# design 1

Design 1, wiring by layer:
The bar under the picture is 20 microns long.
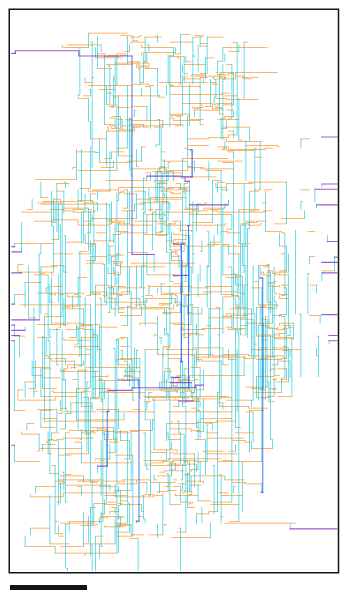

--- config.mk ---
export PLATFORM = sky130hd
export DESIGN_NAME = ssd_display_driver
export DESIGN_NICKNAME = d
export VERILOG_FILES = /design/src/rtl/ssd_pkg.sv /design/src/rtl/bcd_seg_decoder.sv /design/src/rtl/ssd_display_driver.sv
export SDC_FILE = /design/constraint.sdc
export NUM_CORES = 1
export LEC_CHECK = 0
export CORE_ASPECT_RATIO = 1.75
export CORE_MARGIN = 2
export CORE_UTILIZATION = 40
export DETAILED_ROUTE_END_ITERATION = 8
export MAX_ROUTING_LAYER = met4
export PLACE_DENSITY = 0.62
export SYNTH_ARGS = -nofsm -noshare
export SYNTH_HDL_FRONTEND = slang
export SYNTH_HIERARCHICAL = 1
export SYNTH_SLANG_ARGS = --single-unit
--- constraint.sdc ---
create_clock -name clk -period 4.36 [get_ports clk]
set_clock_uncertainty 0.1 [all_clocks]
set_input_delay 0.654 -clock clk [delete_from_list [all_inputs] [get_ports clk]]
set_output_delay 0.654 -clock clk [all_outputs]
set_load 0.01 [all_outputs]
--- src/rtl/ssd_pkg.sv ---
// ssd_pkg: shared FSM encoding, segment table and double-dabble helper for the display driver
package ssd_pkg;
  localparam logic [1:0] IDLE  = 2'd0;
  localparam logic [1:0] LOAD  = 2'd1;
  localparam logic [1:0] SHIFT = 2'd2;
  localparam logic [1:0] DONE  = 2'd3;
  localparam logic [6:0] SEG_BLANK = 7'h7F;
  localparam int SHIFT_COUNT = 13;
  // Active-low {g,f,e,d,c,b,a}; entry 0 is the rightmost element
  localparam logic [9:0][6:0] SEG_LUT = {7'h10, 7'h00, 7'h78, 7'h02, 7'h12,
                                         7'h19, 7'h30, 7'h24, 7'h79, 7'h40};
  function automatic logic [15:0] dabble_adjust(input logic [15:0] b);
    logic [15:0] r;
    for (int j = 0; j < 4; j++)
      r[4*j +: 4] = (b[4*j +: 4] >= 4'd5) ? b[4*j +: 4] + 4'd3 : b[4*j +: 4];
    return r;
  endfunction
endpackage

--- src/rtl/bcd_seg_decoder.sv ---
// bcd_seg_decoder: BCD nibble to active-low seven-segment pattern with blanking
module bcd_seg_decoder
  import ssd_pkg::*;
(
  input  logic [3:0] nibble_i,
  input  logic       blank_i,
  output logic [6:0] seg_o
);
  assign seg_o = (blank_i || nibble_i > 4'd9) ? SEG_BLANK : SEG_LUT[nibble_i];
endmodule

--- src/rtl/ssd_display_driver.sv ---
// ssd_display_driver: binary-to-BCD conversion and multiplexed 4-digit common-anode display scan
module ssd_display_driver
  import ssd_pkg::*;
#(
  parameter int REFRESH_BITS  = 20,
  parameter bit BLANK_LEADING = 1'b1
) (
  input  logic        clk,
  input  logic        reset,
  input  logic [12:0] ssd_value,
  output logic [3:0]  anode,
  output logic [6:0]  seg,
  output logic        busy,
  output logic        bcd_valid
);
  logic [1:0]              state_q, state_d;
  logic [12:0]             last_q, last_d;
  logic [28:0]             shreg_q, shreg_d;
  logic [3:0]              cnt_q, cnt_d;
  logic [15:0]             disp_q, disp_d;
  logic                    busy_q, valid_q;
  logic [REFRESH_BITS-1:0] refresh_q;
  logic [3:0]              anode_q, zero, lead;
  logic [6:0]              seg_q, seg_d;
  logic [1:0]              sel;
  logic [15:0]             adj;
  assign adj = dabble_adjust(shreg_q[28:13]);
  always_comb begin
    state_d = state_q;
    last_d  = last_q;
    shreg_d = shreg_q;
    cnt_d   = cnt_q;
    disp_d  = disp_q;
    case (state_q)
      IDLE: state_d = (ssd_value != last_q) ? LOAD : IDLE;
      LOAD: begin
        last_d  = ssd_value;
        shreg_d = {16'h0000, ssd_value};
        cnt_d   = '0;
        state_d = SHIFT;
      end
      SHIFT: begin
        shreg_d = {adj[14:0], shreg_q[12:0], 1'b0};
        cnt_d   = cnt_q + 4'd1;
        state_d = (cnt_q == 4'(SHIFT_COUNT - 1)) ? DONE : SHIFT;
      end
      default: begin
        disp_d  = shreg_q[28:13];
        state_d = IDLE;
      end
    endcase
  end
  // A digit is a leading zero when it and every higher digit are zero; digit 0 always shows
  assign sel  = refresh_q[REFRESH_BITS-1 -: 2];
  assign zero = {disp_q[15:12] == 4'd0, disp_q[11:8] == 4'd0, disp_q[7:4] == 4'd0, disp_q[3:0] == 4'd0};
  assign lead = {zero[3], zero[3] & zero[2], zero[3] & zero[2] & zero[1], 1'b0};
  bcd_seg_decoder u_dec (
    .nibble_i(disp_q[{sel, 2'b00} +: 4]),
    .blank_i (BLANK_LEADING && lead[sel]),
    .seg_o   (seg_d)
  );
  always_ff @(posedge clk or negedge reset) begin
    if (!reset) begin
      state_q   <= IDLE;
      last_q    <= '0;
      shreg_q   <= '0;
      cnt_q     <= '0;
      disp_q    <= '0;
      busy_q    <= 1'b0;
      valid_q   <= 1'b0;
      refresh_q <= '0;
      anode_q   <= 4'b1111;
      seg_q     <= SEG_BLANK;
    end else begin
      state_q   <= state_d;
      last_q    <= last_d;
      shreg_q   <= shreg_d;
      cnt_q     <= cnt_d;
      disp_q    <= disp_d;
      busy_q    <= state_d != IDLE;
      valid_q   <= state_q == DONE;
      refresh_q <= refresh_q + 1'b1;
      anode_q   <= ~(4'b0001 << sel);
      seg_q     <= seg_d;
    end
  end
  assign anode     = anode_q;
  assign seg       = seg_q;
  assign busy      = busy_q;
  assign bcd_valid = valid_q;
endmodule

# design 2

[src/rtl/pdiv.sv]
// pdiv: combinational restoring divider, q = a / b and r = a % b; purely combinational, no handshake.
// With b == 0 every trial subtraction succeeds, so q is all ones and r equals a.
module pdiv #(
  parameter int W = 4
) (
  input  logic [W-1:0] a,
  input  logic [W-1:0] b,
  output logic [W-1:0] q,
  output logic [W-1:0] r
);

  logic [W:0] rem;

  always_comb begin
    rem = '0;
    q   = '0;
    for (int i = W - 1; i >= 0; i--) begin
      rem = {rem[W-1:0], a[i]};
      if (rem >= {1'b0, b}) begin
        rem  = rem - {1'b0, b};
        q[i] = 1'b1;
      end
    end
    r = rem[W-1:0];
  end

endmodule

[src/rtl/pdiv_arbiter.sv]
// pdiv_arbiter: round-robin share of one pdiv between two requesters; accept-to-response 2 cycles, one op per 3 cycles.
// A response is held until its owner's ready and nothing is accepted meanwhile; optional PDIV_ARB_DIV0_CHECK_EN.
module pdiv_arbiter #(
  parameter int W = 4
) (
  input  logic         clk,
  input  logic         rst,
  input  logic         req0_valid,
  input  logic [W-1:0] req0_a,
  input  logic [W-1:0] req0_b,
  output logic         req0_ready,
  input  logic         req1_valid,
  input  logic [W-1:0] req1_a,
  input  logic [W-1:0] req1_b,
  output logic         req1_ready,
  output logic         resp0_valid,
  output logic [W-1:0] resp0_q,
  output logic [W-1:0] resp0_r,
  output logic         resp0_err,
  input  logic         resp0_ready,
  output logic         resp1_valid,
  output logic [W-1:0] resp1_q,
  output logic [W-1:0] resp1_r,
  output logic         resp1_err,
  input  logic         resp1_ready,
  output logic         busy,
  output logic [7:0]   op_count
);

  typedef enum logic [1:0] {IDLE, CALC, RESP} state_t;

  typedef struct packed {
    logic         err;
    logic [W-1:0] q;
    logic [W-1:0] r;
  } res_t;

  state_t       state, next_state;
  logic [W-1:0] op_a, op_b;
  logic         owner;
  logic         last_grant;
  res_t         res, calc_res;
  logic [7:0]   cnt;
  logic [W-1:0] div_q, div_r;
  logic         grant0, grant1;
  logic         acc0, acc1;
  logic         resp_done;

  pdiv #(.W(W)) u_pdiv (
    .a (op_a),
    .b (op_b),
    .q (div_q),
    .r (div_r)
  );

  // Contention goes to whoever did not win last time.
  assign grant1    = req1_valid && (!req0_valid || !last_grant);
  assign grant0    = req0_valid && !grant1;
  assign acc0      = (state == IDLE) && grant0;
  assign acc1      = (state == IDLE) && grant1;
  assign resp_done = (state == RESP) && (owner ? resp1_ready : resp0_ready);

`ifdef PDIV_ARB_DIV0_CHECK_EN
  always_comb begin
    if (op_b == '0) calc_res = '{err: 1'b1, q: {W{1'b1}}, r: op_a};
    else            calc_res = '{err: 1'b0, q: div_q,     r: div_r};
  end
`else
  assign calc_res = '{err: 1'b0, q: div_q, r: div_r};
`endif

  always_ff @(posedge clk) begin
    if (rst) state <= IDLE;
    else     state <= next_state;
  end

  always_comb begin
    next_state = state;
    case (state)
      IDLE:    if (acc0 || acc1) next_state = CALC;
      CALC:    next_state = RESP;
      RESP:    if (resp_done) next_state = IDLE;
      default: next_state = IDLE;
    endcase
  end

  always_comb begin
    req0_ready  = acc0;
    req1_ready  = acc1;
    busy        = (state != IDLE);
    resp0_valid = (state == RESP) && !owner;
    resp1_valid = (state == RESP) && owner;
    resp0_q     = resp0_valid ? res.q   : '0;
    resp0_r     = resp0_valid ? res.r   : '0;
    resp0_err   = resp0_valid ? res.err : 1'b0;
    resp1_q     = resp1_valid ? res.q   : '0;
    resp1_r     = resp1_valid ? res.r   : '0;
    resp1_err   = resp1_valid ? res.err : 1'b0;
    op_count    = cnt;
  end

  always_ff @(posedge clk) begin
    if (rst) begin
      op_a       <= '0;
      op_b       <= '0;
      owner      <= 1'b0;
      last_grant <= 1'b1;
      res        <= '0;
      cnt        <= '0;
    end else begin
      if (acc0 || acc1) begin
        op_a       <= acc1 ? req1_a : req0_a;
        op_b       <= acc1 ? req1_b : req0_b;
        owner      <= acc1;
        last_grant <= acc1;
      end
      if (state == CALC) res <= calc_res;
      if (resp_done)     cnt <= cnt + 8'd1;
    end
  end

endmodule

[config.mk]
export PLATFORM = sky130hd
export DESIGN_NAME = pdiv_arbiter
export DESIGN_NICKNAME = d
export VERILOG_FILES = /design/src/rtl/pdiv.sv /design/src/rtl/pdiv_arbiter.sv
export SDC_FILE = /design/constraint.sdc
export NUM_CORES = 1
export LEC_CHECK = 0
export CAP_MARGIN = 20
export CORE_MARGIN = 2
export CORE_UTILIZATION = 35
export CTS_CLUSTER_DIAMETER = 150
export DETAILED_ROUTE_END_ITERATION = 8
export PLACE_DENSITY = 0.6
export REMOVE_ABC_BUFFERS = 1
export SETUP_SLACK_MARGIN = 0.1
export SYNTH_ARGS = -nofsm -noshare
export SYNTH_HDL_FRONTEND = slang
export SYNTH_SLANG_ARGS = --single-unit
[constraint.sdc]
create_clock -name clk -period 5.6 [get_ports clk]
set_input_delay 1.12 -clock clk [delete_from_list [all_inputs] [get_ports clk]]
set_output_delay 1.12 -clock clk [all_outputs]
set_load 0.01 [all_outputs]
# design 3

## src/rtl/conv_relu_pool.sv

```systemverilog
// Post-accumulation stage: streams a finished FP32 map from the accumulator SRAM,
// applies optional ReLU and 2x2/stride-2 max pooling, writes the pooled map row-major.
module conv_relu_pool #(
    parameter int DataWidth   = 32,
    parameter int MaxRowWidth = 9,
    parameter int MaxColWidth = 9,
    parameter int AddrWidth   = 18
) (
    input  logic                   Clk,
    input  logic                   Rst,
    input  logic                   start,
    input  logic [MaxRowWidth-1:0] row_in,
    input  logic [MaxColWidth-1:0] col_in,
    input  logic                   relu_en,
    output logic                   busy,
    output logic                   done,
    output logic [AddrWidth-1:0]   rd_addr,
    output logic                   rd_en,
    input  logic [DataWidth-1:0]   rd_data,
    output logic [AddrWidth-1:0]   wr_addr,
    output logic [DataWidth-1:0]   wr_data,
    output logic                   wr_en
);

    typedef enum logic [1:0] {IDLE, RUN, DRAIN, FIN} state_t;

    localparam logic [AddrWidth-1:0]   AOne = AddrWidth'(1);
    localparam logic [AddrWidth-1:0]   ATwo = AddrWidth'(2);
    localparam logic [MaxRowWidth-1:0] ROne = MaxRowWidth'(1);
    localparam logic [MaxColWidth-1:0] COne = MaxColWidth'(1);

    state_t                 state;
    logic [AddrWidth-1:0]   col_w;
    logic [AddrWidth-1:0]   col2_w;
    logic [MaxRowWidth-1:0] or_last;
    logic [MaxColWidth-1:0] oc_last;
    logic [MaxRowWidth-1:0] orow;
    logic [MaxColWidth-1:0] ocol;
    logic [1:0]             phase;
    logic [AddrWidth-1:0]   base;
    logic [AddrWidth-1:0]   row_base;
    logic                   relu;
    logic                   dvld;
    logic [1:0]             dph;
    logic [DataWidth-1:0]   mx;
    logic [DataWidth-1:0]   cand;
    logic [DataWidth-1:0]   pooled;

    // Sign-magnitude ordering on raw bits; +0 beats -0 through the sign rule.
    function automatic logic [DataWidth-1:0] fp_max(input logic [DataWidth-1:0] a,
                                                     input logic [DataWidth-1:0] b);
        if (a[DataWidth-1] != b[DataWidth-1])
            return a[DataWidth-1] ? b : a;
        else if (!a[DataWidth-1])
            return (a[DataWidth-2:0] >= b[DataWidth-2:0]) ? a : b;
        else
            return (a[DataWidth-2:0] <= b[DataWidth-2:0]) ? a : b;
    endfunction

    always_comb begin
        cand   = (dph == 2'd0) ? rd_data : fp_max(mx, rd_data);
        pooled = (relu && cand[DataWidth-1]) ? '0 : cand;
    end

    always_ff @(posedge Clk) begin
        if (Rst) begin
            state    <= IDLE;
            busy     <= 1'b0;
            done     <= 1'b0;
            rd_en    <= 1'b0;
            rd_addr  <= '0;
            wr_en    <= 1'b0;
            wr_addr  <= '0;
            wr_data  <= '0;
            col_w    <= '0;
            col2_w   <= '0;
            or_last  <= '0;
            oc_last  <= '0;
            orow     <= '0;
            ocol     <= '0;
            phase    <= '0;
            base     <= '0;
            row_base <= '0;
            relu     <= 1'b0;
            dvld     <= 1'b0;
            dph      <= '0;
            mx       <= '0;
        end else begin
            // Read-return tracking: data for the read shown this cycle lands next cycle.
            dvld  <= rd_en;
            dph   <= phase;
            wr_en <= 1'b0;
            if (dvld) begin
                mx <= cand;
                if (dph == 2'd3) begin
                    wr_en   <= 1'b1;
                    wr_data <= pooled;
                end
            end
            if (wr_en)
                wr_addr <= wr_addr + AOne;

            case (state)
                IDLE: begin
                    if (start) begin
                        busy     <= 1'b1;
                        relu     <= relu_en;
                        col_w    <= AddrWidth'(col_in);
                        col2_w   <= AddrWidth'(col_in) << 1;
                        or_last  <= (row_in >> 1) - ROne;
                        oc_last  <= (col_in >> 1) - COne;
                        orow     <= '0;
                        ocol     <= '0;
                        phase    <= '0;
                        base     <= '0;
                        row_base <= '0;
                        rd_addr  <= '0;
                        wr_addr  <= '0;
                        if (row_in < MaxRowWidth'(2) || col_in < MaxColWidth'(2)) begin
                            state <= FIN;
                        end else begin
                            rd_en <= 1'b1;
                            state <= RUN;
                        end
                    end
                end
                RUN: begin
                    phase <= phase + 2'd1;
                    case (phase)
                        2'd0: rd_addr <= base + AOne;
                        2'd1: rd_addr <= base + col_w;
                        2'd2: rd_addr <= base + col_w + AOne;
                        default: begin
                            if (ocol == oc_last && orow == or_last) begin
                                rd_en <= 1'b0;
                                state <= DRAIN;
                            end else if (ocol == oc_last) begin
                                ocol     <= '0;
                                orow     <= orow + ROne;
                                row_base <= row_base + col2_w;
                                base     <= row_base + col2_w;
                                rd_addr  <= row_base + col2_w;
                            end else begin
                                ocol    <= ocol + COne;
                                base    <= base + ATwo;
                                rd_addr <= base + ATwo;
                            end
                        end
                    endcase
                end
                DRAIN: begin
                    // Only the final window's write can appear once reads have stopped.
                    if (wr_en) begin
                        done  <= 1'b1;
                        state <= FIN;
                    end
                end
                default: begin
                    if (!done) begin
                        done <= 1'b1;
                    end else begin
                        done  <= 1'b0;
                        busy  <= 1'b0;
                        state <= IDLE;
                    end
                end
            endcase
        end
    end

endmodule

```

## config.mk

```make
export PLATFORM = sky130hd
export DESIGN_NAME = conv_relu_pool
export DESIGN_NICKNAME = d
export VERILOG_FILES = /design/src/rtl/conv_relu_pool.sv
export SDC_FILE = /design/constraint.sdc
export NUM_CORES = 1
export LEC_CHECK = 0
export CAP_MARGIN = 10
export CORE_MARGIN = 2
export CORE_UTILIZATION = 50
export CTS_CLUSTER_DIAMETER = 50
export CTS_CLUSTER_SIZE = 30
export DETAILED_ROUTE_END_ITERATION = 10
export GPL_ROUTABILITY_DRIVEN = 0
export PLACE_DENSITY = 0.81
export SLEW_MARGIN = 20
export SYNTH_ARGS = -nofsm -noshare
export SYNTH_HDL_FRONTEND = slang
export SYNTH_SLANG_ARGS = --single-unit
```

## constraint.sdc

```tcl
create_clock -name Clk -period 5.06 [get_ports Clk]
set_clock_uncertainty 0.2 [all_clocks]
set_input_delay 0.506 -clock Clk [delete_from_list [all_inputs] [get_ports Clk]]
set_output_delay 0.506 -clock Clk [all_outputs]
set_load 0.05 [all_outputs]
```

# design 4

### config.mk
export PLATFORM = sky130hd
export DESIGN_NAME = dmem_access_ctrl
export DESIGN_NICKNAME = d
export VERILOG_FILES = /design/src/rtl/dmem_ctrl_pkg.sv /design/src/rtl/dmem_timeout_cnt.sv /design/src/rtl/dmem_access_ctrl.sv
export SDC_FILE = /design/constraint.sdc
export NUM_CORES = 1
export LEC_CHECK = 0
export CAP_MARGIN = 20
export CORE_MARGIN = 4
export CORE_UTILIZATION = 60
export CTS_BUF_LIST = sky130_fd_sc_hd__clkbuf_8
export CTS_CLUSTER_DIAMETER = 200
export DETAILED_ROUTE_END_ITERATION = 16
export DONT_BUFFER_PORTS = 1
export PLACE_DENSITY = 0.79
export SKIP_CTS_REPAIR_TIMING = 1
export SLEW_MARGIN = 20
export SYNTH_ARGS = -nofsm -noshare
export SYNTH_HDL_FRONTEND = slang
export SYNTH_HIERARCHICAL = 1
export SYNTH_SLANG_ARGS = --single-unit
### constraint.sdc
create_clock -name clk -period 1.4 [get_ports clk]
set_input_delay 0.28 -clock clk [delete_from_list [all_inputs] [get_ports clk]]
set_output_delay 0.28 -clock clk [all_outputs]
set_load 0.02 [all_outputs]
### src/rtl/dmem_ctrl_pkg.sv
// Shared encodings for the MEM-stage data-memory access controller.
package dmem_ctrl_pkg;

  localparam int unsigned CTLM_RD  = 0;
  localparam int unsigned CTLM_WR  = 1;
  localparam int unsigned CTLWB_W  = 2;
  localparam logic [31:0] POISON   = 32'hDEAD_BEEF;

  typedef enum logic [1:0] {
    ST_IDLE = 2'd0,
    ST_WAIT = 2'd1,
    ST_DONE = 2'd2
  } state_e;

endpackage

### src/rtl/dmem_timeout_cnt.sv
// WAIT-cycle counter with clear/enable; tc_c flags the cycle that reaches the limit.
module dmem_timeout_cnt #(
  parameter int unsigned CNT_W       = 8,
  parameter int unsigned TIMEOUT_CYC = 255
) (
  input  logic clk,
  input  logic rst_n,
  input  logic clr,
  input  logic en,
  output logic tc_c
);

  logic [CNT_W-1:0] cnt_q;

  always_ff @(posedge clk or negedge rst_n) begin
    if (!rst_n)   cnt_q <= '0;
    else if (clr) cnt_q <= '0;
    else if (en)  cnt_q <= cnt_q + CNT_W'(1);
  end

  // The enabled cycle whose increment would make the count reach TIMEOUT_CYC.
  assign tc_c = en && (cnt_q == CNT_W'(TIMEOUT_CYC - 1));

endmodule

### src/rtl/dmem_access_ctrl.sv
// MEM-stage data-memory sequencer: req/ack handshake, pipeline stall, WB bubble gating.
// Optional WAIT timeout abort is built when DMEM_TIMEOUT_EN is defined.
module dmem_access_ctrl
  import dmem_ctrl_pkg::*;
#(
  parameter int unsigned DATA_W      = 32,
  parameter int unsigned CNT_W       = 8,
  parameter int unsigned TIMEOUT_CYC = 255
) (
  input  logic               clk,
  input  logic               rst_n,
  input  logic [1:0]         MEM_ctlm,
  input  logic [CTLWB_W-1:0] MEM_ctlwb,
  input  logic [DATA_W-1:0]  MEM_alu_out,
  input  logic [DATA_W-1:0]  MEM_wdata,
  output logic               dmem_req,
  output logic               dmem_we,
  output logic [DATA_W-1:0]  dmem_addr,
  output logic [DATA_W-1:0]  dmem_wdata,
  input  logic               dmem_ack,
  input  logic [DATA_W-1:0]  dmem_rdata,
  output logic [DATA_W-1:0]  MEM_rdata,
  output logic [CTLWB_W-1:0] MEM_ctlwb_g,
  output logic               stall,
  output logic               timeout_err
);

  if (TIMEOUT_CYC < 1 || TIMEOUT_CYC >= (64'd1 << CNT_W)) begin : g_bad_cfg
    $error("TIMEOUT_CYC must fit in CNT_W bits and be nonzero");
  end

  state_e              state_q, state_d;
  logic [DATA_W-1:0]   addr_q, wdata_q, rdata_q, rdata_d;
  logic                we_q;
  logic                access, latch_c, cap_c, tmo_c, wb_kill_c;

  assign access = MEM_ctlm[CTLM_RD] | MEM_ctlm[CTLM_WR];

`ifdef DMEM_TIMEOUT_EN
  logic tmo_done_q;

  dmem_timeout_cnt #(.CNT_W(CNT_W), .TIMEOUT_CYC(TIMEOUT_CYC)) u_tmo (
    .clk   (clk),
    .rst_n (rst_n),
    .clr   (latch_c),
    .en    ((state_q == ST_WAIT) && !dmem_ack),
    .tc_c  (tmo_c)
  );

  // Remembers that the current DONE came from an abort, plus the sticky error.
  always_ff @(posedge clk or negedge rst_n) begin
    if (!rst_n) begin
      tmo_done_q  <= 1'b0;
      timeout_err <= 1'b0;
    end else begin
      tmo_done_q <= tmo_c;
      if (tmo_c) timeout_err <= 1'b1;
    end
  end

  assign wb_kill_c = tmo_done_q;
`else
  assign tmo_c       = 1'b0;
  assign wb_kill_c   = 1'b0;
  assign timeout_err = 1'b0;
`endif

  always_ff @(posedge clk or negedge rst_n) begin
    if (!rst_n) begin
      state_q <= ST_IDLE;
      addr_q  <= '0;
      wdata_q <= '0;
      we_q    <= 1'b0;
      rdata_q <= '0;
    end else begin
      state_q <= state_d;
      if (latch_c) begin
        addr_q  <= MEM_alu_out;
        wdata_q <= MEM_wdata;
        we_q    <= MEM_ctlm[CTLM_WR];
      end
      if (cap_c) rdata_q <= rdata_d;
    end
  end

  always_comb begin
    state_d     = state_q;
    dmem_req    = 1'b0;
    dmem_we     = 1'b0;
    dmem_addr   = '0;
    dmem_wdata  = '0;
    stall       = 1'b0;
    MEM_ctlwb_g = MEM_ctlwb;
    MEM_rdata   = '0;
    latch_c     = 1'b0;
    cap_c       = 1'b0;
    rdata_d     = '0;
    unique case (state_q)
      ST_IDLE: begin
        if (access) begin
          dmem_req   = 1'b1;
          dmem_we    = MEM_ctlm[CTLM_WR];
          dmem_addr  = MEM_alu_out;
          dmem_wdata = MEM_wdata;
          if (dmem_ack) begin
            MEM_rdata = MEM_ctlm[CTLM_WR] ? '0 : dmem_rdata;
          end else begin
            stall       = 1'b1;
            MEM_ctlwb_g = '0;
            latch_c     = 1'b1;
            state_d     = ST_WAIT;
          end
        end
      end
      ST_WAIT: begin
        dmem_req    = 1'b1;
        dmem_we     = we_q;
        dmem_addr   = addr_q;
        dmem_wdata  = wdata_q;
        stall       = 1'b1;
        MEM_ctlwb_g = '0;
        // Ack wins over a simultaneous timeout.
        if (dmem_ack) begin
          cap_c   = 1'b1;
          rdata_d = we_q ? '0 : dmem_rdata;
          state_d = ST_DONE;
        end else if (tmo_c) begin
          cap_c   = 1'b1;
          rdata_d = DATA_W'(POISON);
          state_d = ST_DONE;
        end
      end
      ST_DONE: begin
        MEM_rdata   = rdata_q;
        MEM_ctlwb_g = wb_kill_c ? '0 : MEM_ctlwb;
        state_d     = ST_IDLE;
      end
      default: state_d = ST_IDLE;
    endcase
  end

endmodule


==> notes/layouts.md <==
Pictures saved along the way, in no particular order.

The clock network.
panel A
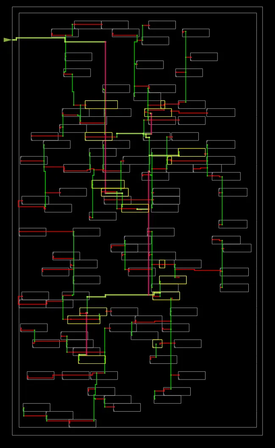
panel B
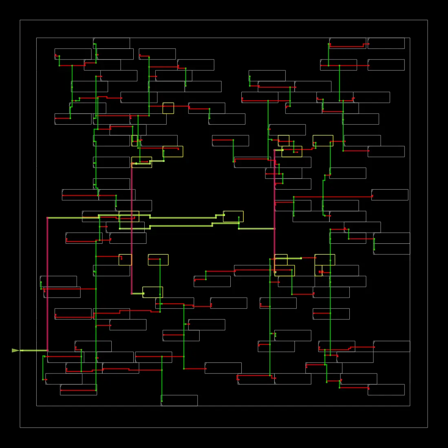
panel C
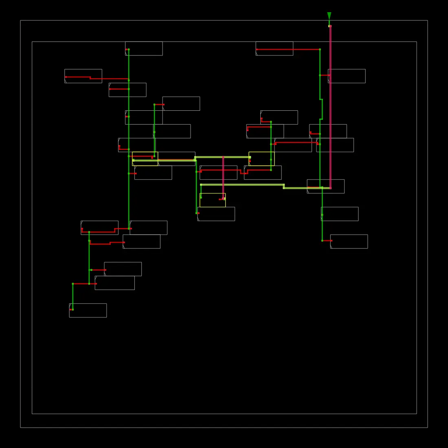
panel D
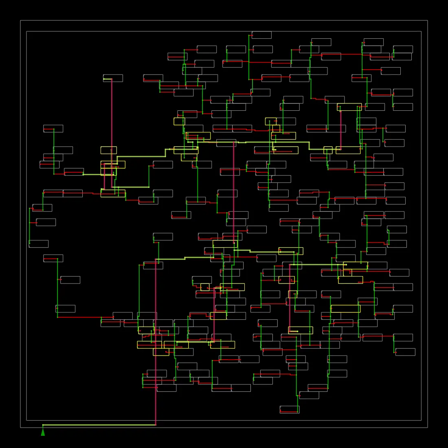
- design 1 = panel A
- design 4 = panel B
- design 2 = panel C
- design 3 = panel D
- fewest sequential cells: panel C
- most sequential cells: panel D

Design 4, clock network drawn from the DEF:
The bar under the picture is 20 microns long.
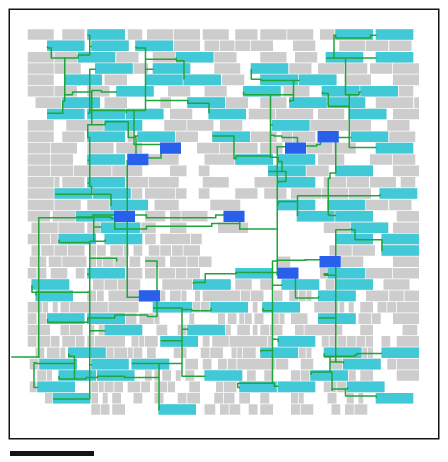
[cells driving clock nets] blue | count: 9
[flip-flops] cyan | count: 99
[clock wires] green | length: 1130 microns
flops lie	spread over the die
routed clock nets	10
clock network fraction of design power: 19.3%
final worst clock skew: 14.5 ps
source-to-sink clock delay at the later pin of the worst-skew pair: 360 ps
P_clk: 1.70 mW

==> run notes, design 4 <==
Status of the implementation.

- The flow ran to the end, but the final reports show violations.
- The checks that failed: negative hold slack, negative setup slack.
- Hold-check failures listed in the final report amount to 99.
- The count of input and output buffers is 0, for reference.
- The worst setup path is captured at an output pin.
- The share of power burned in registers is between 40% and 50%, for reference.
- The kind of cell adding the most delay to the critical path is flip-flops, for reference.
- The number of ports placed on the die boundary is a little over 200, for reference.
- The post-layout period usage of the worst path is 143%, for reference.
- Clock tree synthesis inserted a total of 9 buffers.
- Yosys reported that registers with async set or reset make up 100%.
- The largest net degree at the start of global routing is 100, for reference.
- The top cell type in the final layout, fill and taps aside, is sky130_fd_sc_hd__dfrtp_1.
- The number of global-route vias before repair came to ~3.7k.
- Counting instances in the post-synthesis netlist gives the leading cell types as sky130_fd_sc_hd__dfrtp_1, sky130_fd_sc_hd__a22o_1, sky130_fd_sc_hd__mux2_4.
- The worst setup slack after layout is -597 ps, for reference.
- The routed via count is slightly below 4k, for reference.
- Counting both buffers and inverters, the worst setup path holds a total of 2.
- The routing usage on met1 is around 30%, for reference.
- The fraction of met2 tracks used by global routing is 35.6%, for reference.
- The number of inserted diodes is 0, for reference.
- Of the combinational cells, the family taking the most area is AND-OR/OR-AND gates.
- The number of setup violations in the final report is about 200, for reference.
- The net switching component of the power is roughly 3.0 mW, for reference.
- Counting the fill cells in the layout gives 499.
- The worst hold margin is -388 ps, for reference.
- The end point of the critical path is MEM_rdata[26], for reference.
- The floorplan step defined a core boundary enclosing about 8700 sq um.
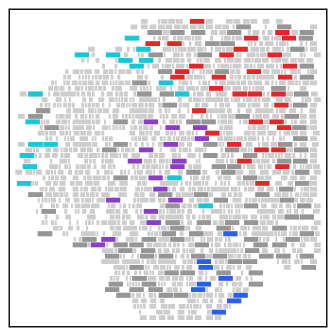
Design 3: sequential cells coloured by netlist name
Other sequential cells in the stronger grey, the rest of the logic in the fainter grey.
name in the netlist	colour	sequential cells
or_last	blue	9
row_base	purple	17
rd_addr	cyan	18
mx	red	32
not coloured	116
sequential cell area in the final layout: 3840 sq um
register fraction of the total cell area: 29.0%
seq pwr: 1.75 mW

==> run notes, design 3 <==
Status of the implementation.

- The run finished with clean final reports.
- The synthesized instance count is 1379.
- At floorplan, the net count of the design was reported as about 1.5k.
- The design has between 150 and 200 sequential cells.
- The post-layout minimum cycle time is 4170 ps, for reference.
- The maximum fanout encountered on the critical timing path is 4, for reference.
- The critical path buffer and inverter count is 0, for reference.
- The number of CTS-inserted buffers is 17, for reference.
- Wire segments on met3 add up to between 2000 and 2500 microns in the final route.
- Power attributed to the clock group is between 1 and 1.5 mW.
- The leakage power in the latest report is about 5.4 nW.
- Summing over every cut layer, the via total after detailed routing is ~10k.
- The multi-input gate share of total cell area is around 52%, for reference.
- Overall power consumption after layout is estimated at 4.55 mW.
- The H-tree was split into 4 levels.
- The number of max-slew violations in the final report is 0, for reference.
- Note, the detailed placer reported a final HPWL of a little over 20000 microns.
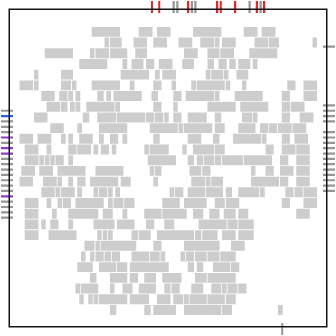
Design 2: ports around the boundary
Pins as bars across the die edge, other pins in grey.
port	colour	pins	direction	edge
req1_a	purple	4	input	left
req0_valid	blue	1	input	left
op_count	red	8	output	top
horizontal extent of the die: 80.4 microns
Die Ht: 80.4 microns

Design 2, clock network drawn from the DEF:
The bar under the picture is 20 microns long.
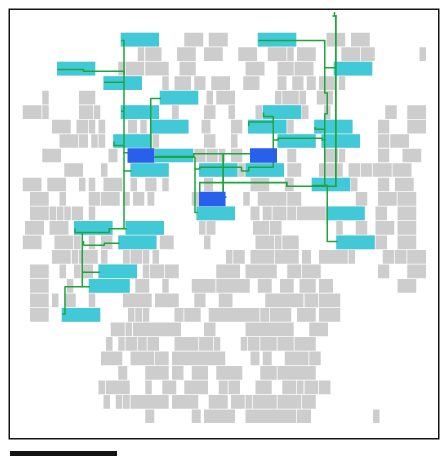
[clock wires] green | length: 335 microns
[cells driving clock nets] blue | count: 3
[flip-flops] cyan | count: 28
routed clock nets	4
final worst clock skew: 1.23 ps
source-to-sink clock delay at the later pin of the worst-skew pair: 270 ps
P_clk: 0.106 mW

==> run notes, design 2 <==
Status of the implementation.

- The flow ran to the end, and the final reports show no timing, DRC or antenna violations.
- The switching part of the total is around 45%, for reference.
- The post-placement cell area is ~2700 sq um.
- Per the detail_route log, met3 wirelength is between 200 and 250 microns.
- The number of antenna diodes in the final layout is 0.
- The sequential-cell power consumption is ~0.24 mW, for reference.
- The routability congestion estimate from global placement is ~0.87, for reference.
- The sequential share of the synthesized area is a little over a quarter, for reference.
- Gates resized during post-CTS repair numbered 1.
- The post-synthesis to final-layout area growth is 40.4%, for reference.
- The longest individual stage delay on the worst path is approximately 380 ps, for reference.
- The tightest hold path in the finished design has a slack of 479 ps.
- Yosys stat counts about 250 cells in the synthesized netlist.
- The final hold violation count recorded for this run is 0.
- The tool flagged a number of max-cap violations equal to 0.
- Per the detail_route report, vias per standard cell equal ~5.1.
- The layout summary lists the proportion of cells stronger than drive strength 1 as roughly 15%.
- The power group with the largest share is combinational logic, for reference.
- The cell depth of the worst flop-to-flop path is 25, for reference.
- The critical register-to-register path startpoint is op_a[3], for reference.
- The transition time at the pin with the least slew margin is 808 ps, for reference.
- The post-synthesis area per instance is between 8 and 9 sq um, for reference.
- The total power of the final layout is ~1.3 mW, for reference.
- For this run, combinational gates with multiple inputs come to 200.
- Counting along the longest clock path gives a buffer depth of 2.
- The capture point of the worst reg-to-reg path is res[2], for reference.
- The max-slew headroom at the worst pin is 46.0%, for reference.
- Measured on the final layout, the clock distribution area share stands at ~1.4%.
- The maximum fanout encountered on the critical timing path is 5, for reference.
Design 1, ports around the boundary:
Pins as bars across the die edge, other pins in grey.
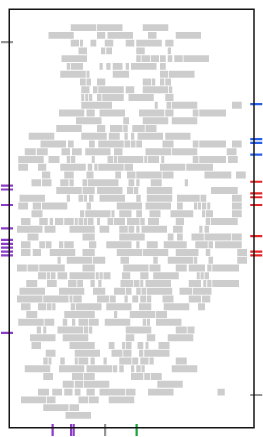
port	colour	pins	direction	edge
anode	blue	4	output	right
ssd_value	purple	13	input	10 left, 3 bottom
seg	red	7	output	right
bcd_valid	green	1	output	bottom
Die Ht: 146 microns
buffers added on ports: 27
horizontal extent of the die: 85.3 microns

Notes on 'wiring by layer' of design 1 above:
layer	colour	wire length
met3	purple	189 microns
met4	blue	238 microns
met1	orange	3400 microns
met2	cyan	4580 microns
wire length after detailed routing: 8410 microns
overall fraction of global-route tracks in use: 15.2%

==> run notes, design 1 <==
Status of the implementation.

- Counting the buffers created by CTS gives 9.
- The flow ran to the end, and the final reports show no timing, DRC or antenna violations.
- The register with the most flip-flops in the layout has 29 of them.
- The commonest non-fill, non-tap cell in the layout is sky130_fd_sc_hd__dfrtp_1, for reference.
- The max-slew check reports its worst relative slack as about 29%.
- The number of global-route vias before repair was 3144.
- The parity-gate share of the synthesized area counting xor and xnor cells is 7.20%, for reference.
- In the final layout, excluding clock buffers the buffer count is 31.
- The placed wire-length estimate is about 6000 microns, for reference.
- The number of antenna violations at the first check in global routing is 0, for reference.
- Per report_power, the combinational group accounts for between 30% and 40% of the total.
- The part of the power in the clock network is 27.9%, for reference.
- Once layout is complete, the cells apart from fillers number 557.
- Of all the cell area in the finished design, the clock network holds 6.28%.
- Multi-input logic gates represent a cell area share of a little under two fifths.
- The required time at the worst endpoint is listed as ~4500 ps.
- The per-cell via count in the routed design is approximately 5.2, for reference.
- Setup slack on the worst reg-to-reg path comes out at approximately 1800 ps.
- The number of warnings reported in the yosys synthesis log is 6, for reference.
- Power spread over the standard cell area amounts to around 600 nW/um^2.
- The end-of-flow timing check tallies setup violations at 0.
- The total congestion overflow is 0, for reference.
- The number of warnings reported in the stage logs is 39.
- Walking the critical path from launch to capture passes 4 cell instances.
- The report puts the hold buffer count at CTS at 0.
- The total power of the final layout is between 3 and 4 mW, for reference.
- The post-synthesis to final-layout area growth is 15.8%, for reference.
- The multi-input combinational cell count is 249, for reference.
- 28 I/O pins were placed.
- The clock latency on the worst-skew pair is around 340 ps, for reference.
- The worst setup slack after placement is around 1800 ps, for reference.
- Per the timing report, the most critical flop-to-flop path originates at state_q[0].
- The fraction of area in non-clock buffers is between 5 and 6%, for reference.
- The area used by sequential logic in the layout is 2440 sq um, for reference.
- Routed signal wires occupy layers up through met4.
- The effective utilization at floorplan is between 40% and 50%, for reference.
- The share of power burned in registers is about 40%, for reference.
- The analysis attributes to cell leakage a power of between 2 and 2.5 nW.


==> notes/layouts.md <==
Pictures saved along the way, in no particular order.

Wiring by layer.
(a)
The bar under the picture is 50 microns long.
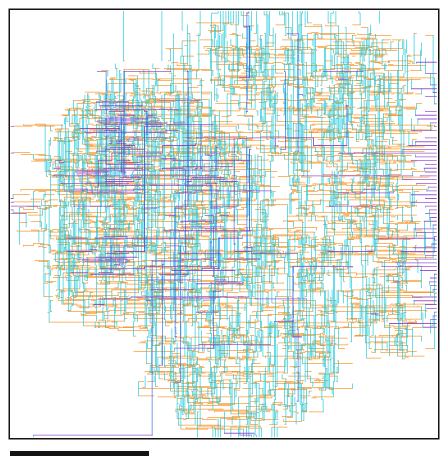
(b)
The bar under the picture is 20 microns long.
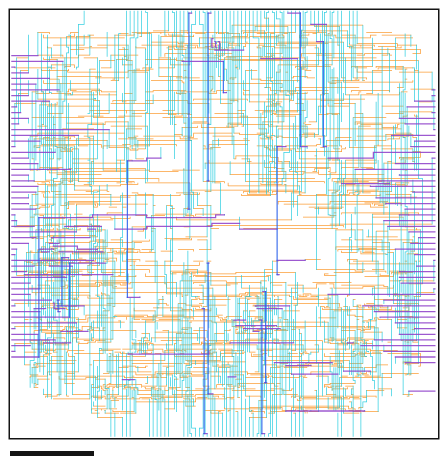
(c)
The bar under the picture is 20 microns long.
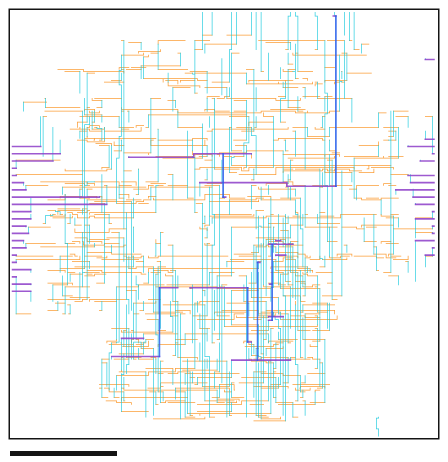
(a) comes from design 3.
(c) comes from design 2.
(b) comes from design 4.
- most wire: (a)
- least wire: (c)

Key to (a):
layer	colour	wire length
met1	orange	12900 microns
met3	purple	2190 microns
met4	blue	843 microns
met2	cyan	13500 microns


==> notes/layouts.md <==
Pictures saved along the way, in no particular order.

Sequential cells coloured by netlist name.
Other sequential cells in the stronger grey, the rest of the logic in the fainter grey.
picture 1
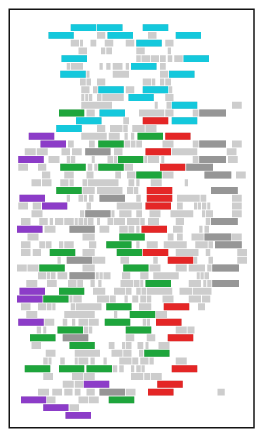
picture 2
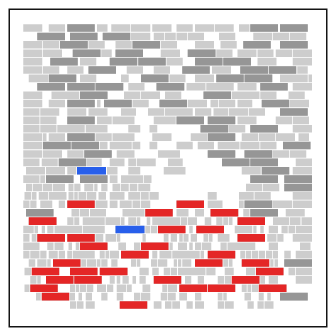
picture 3
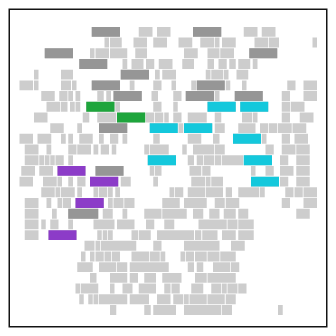
design 4 -> picture 2
design 1 -> picture 1
design 2 -> picture 3

No activity file was given, so power comes from the tool's default toggle rates.
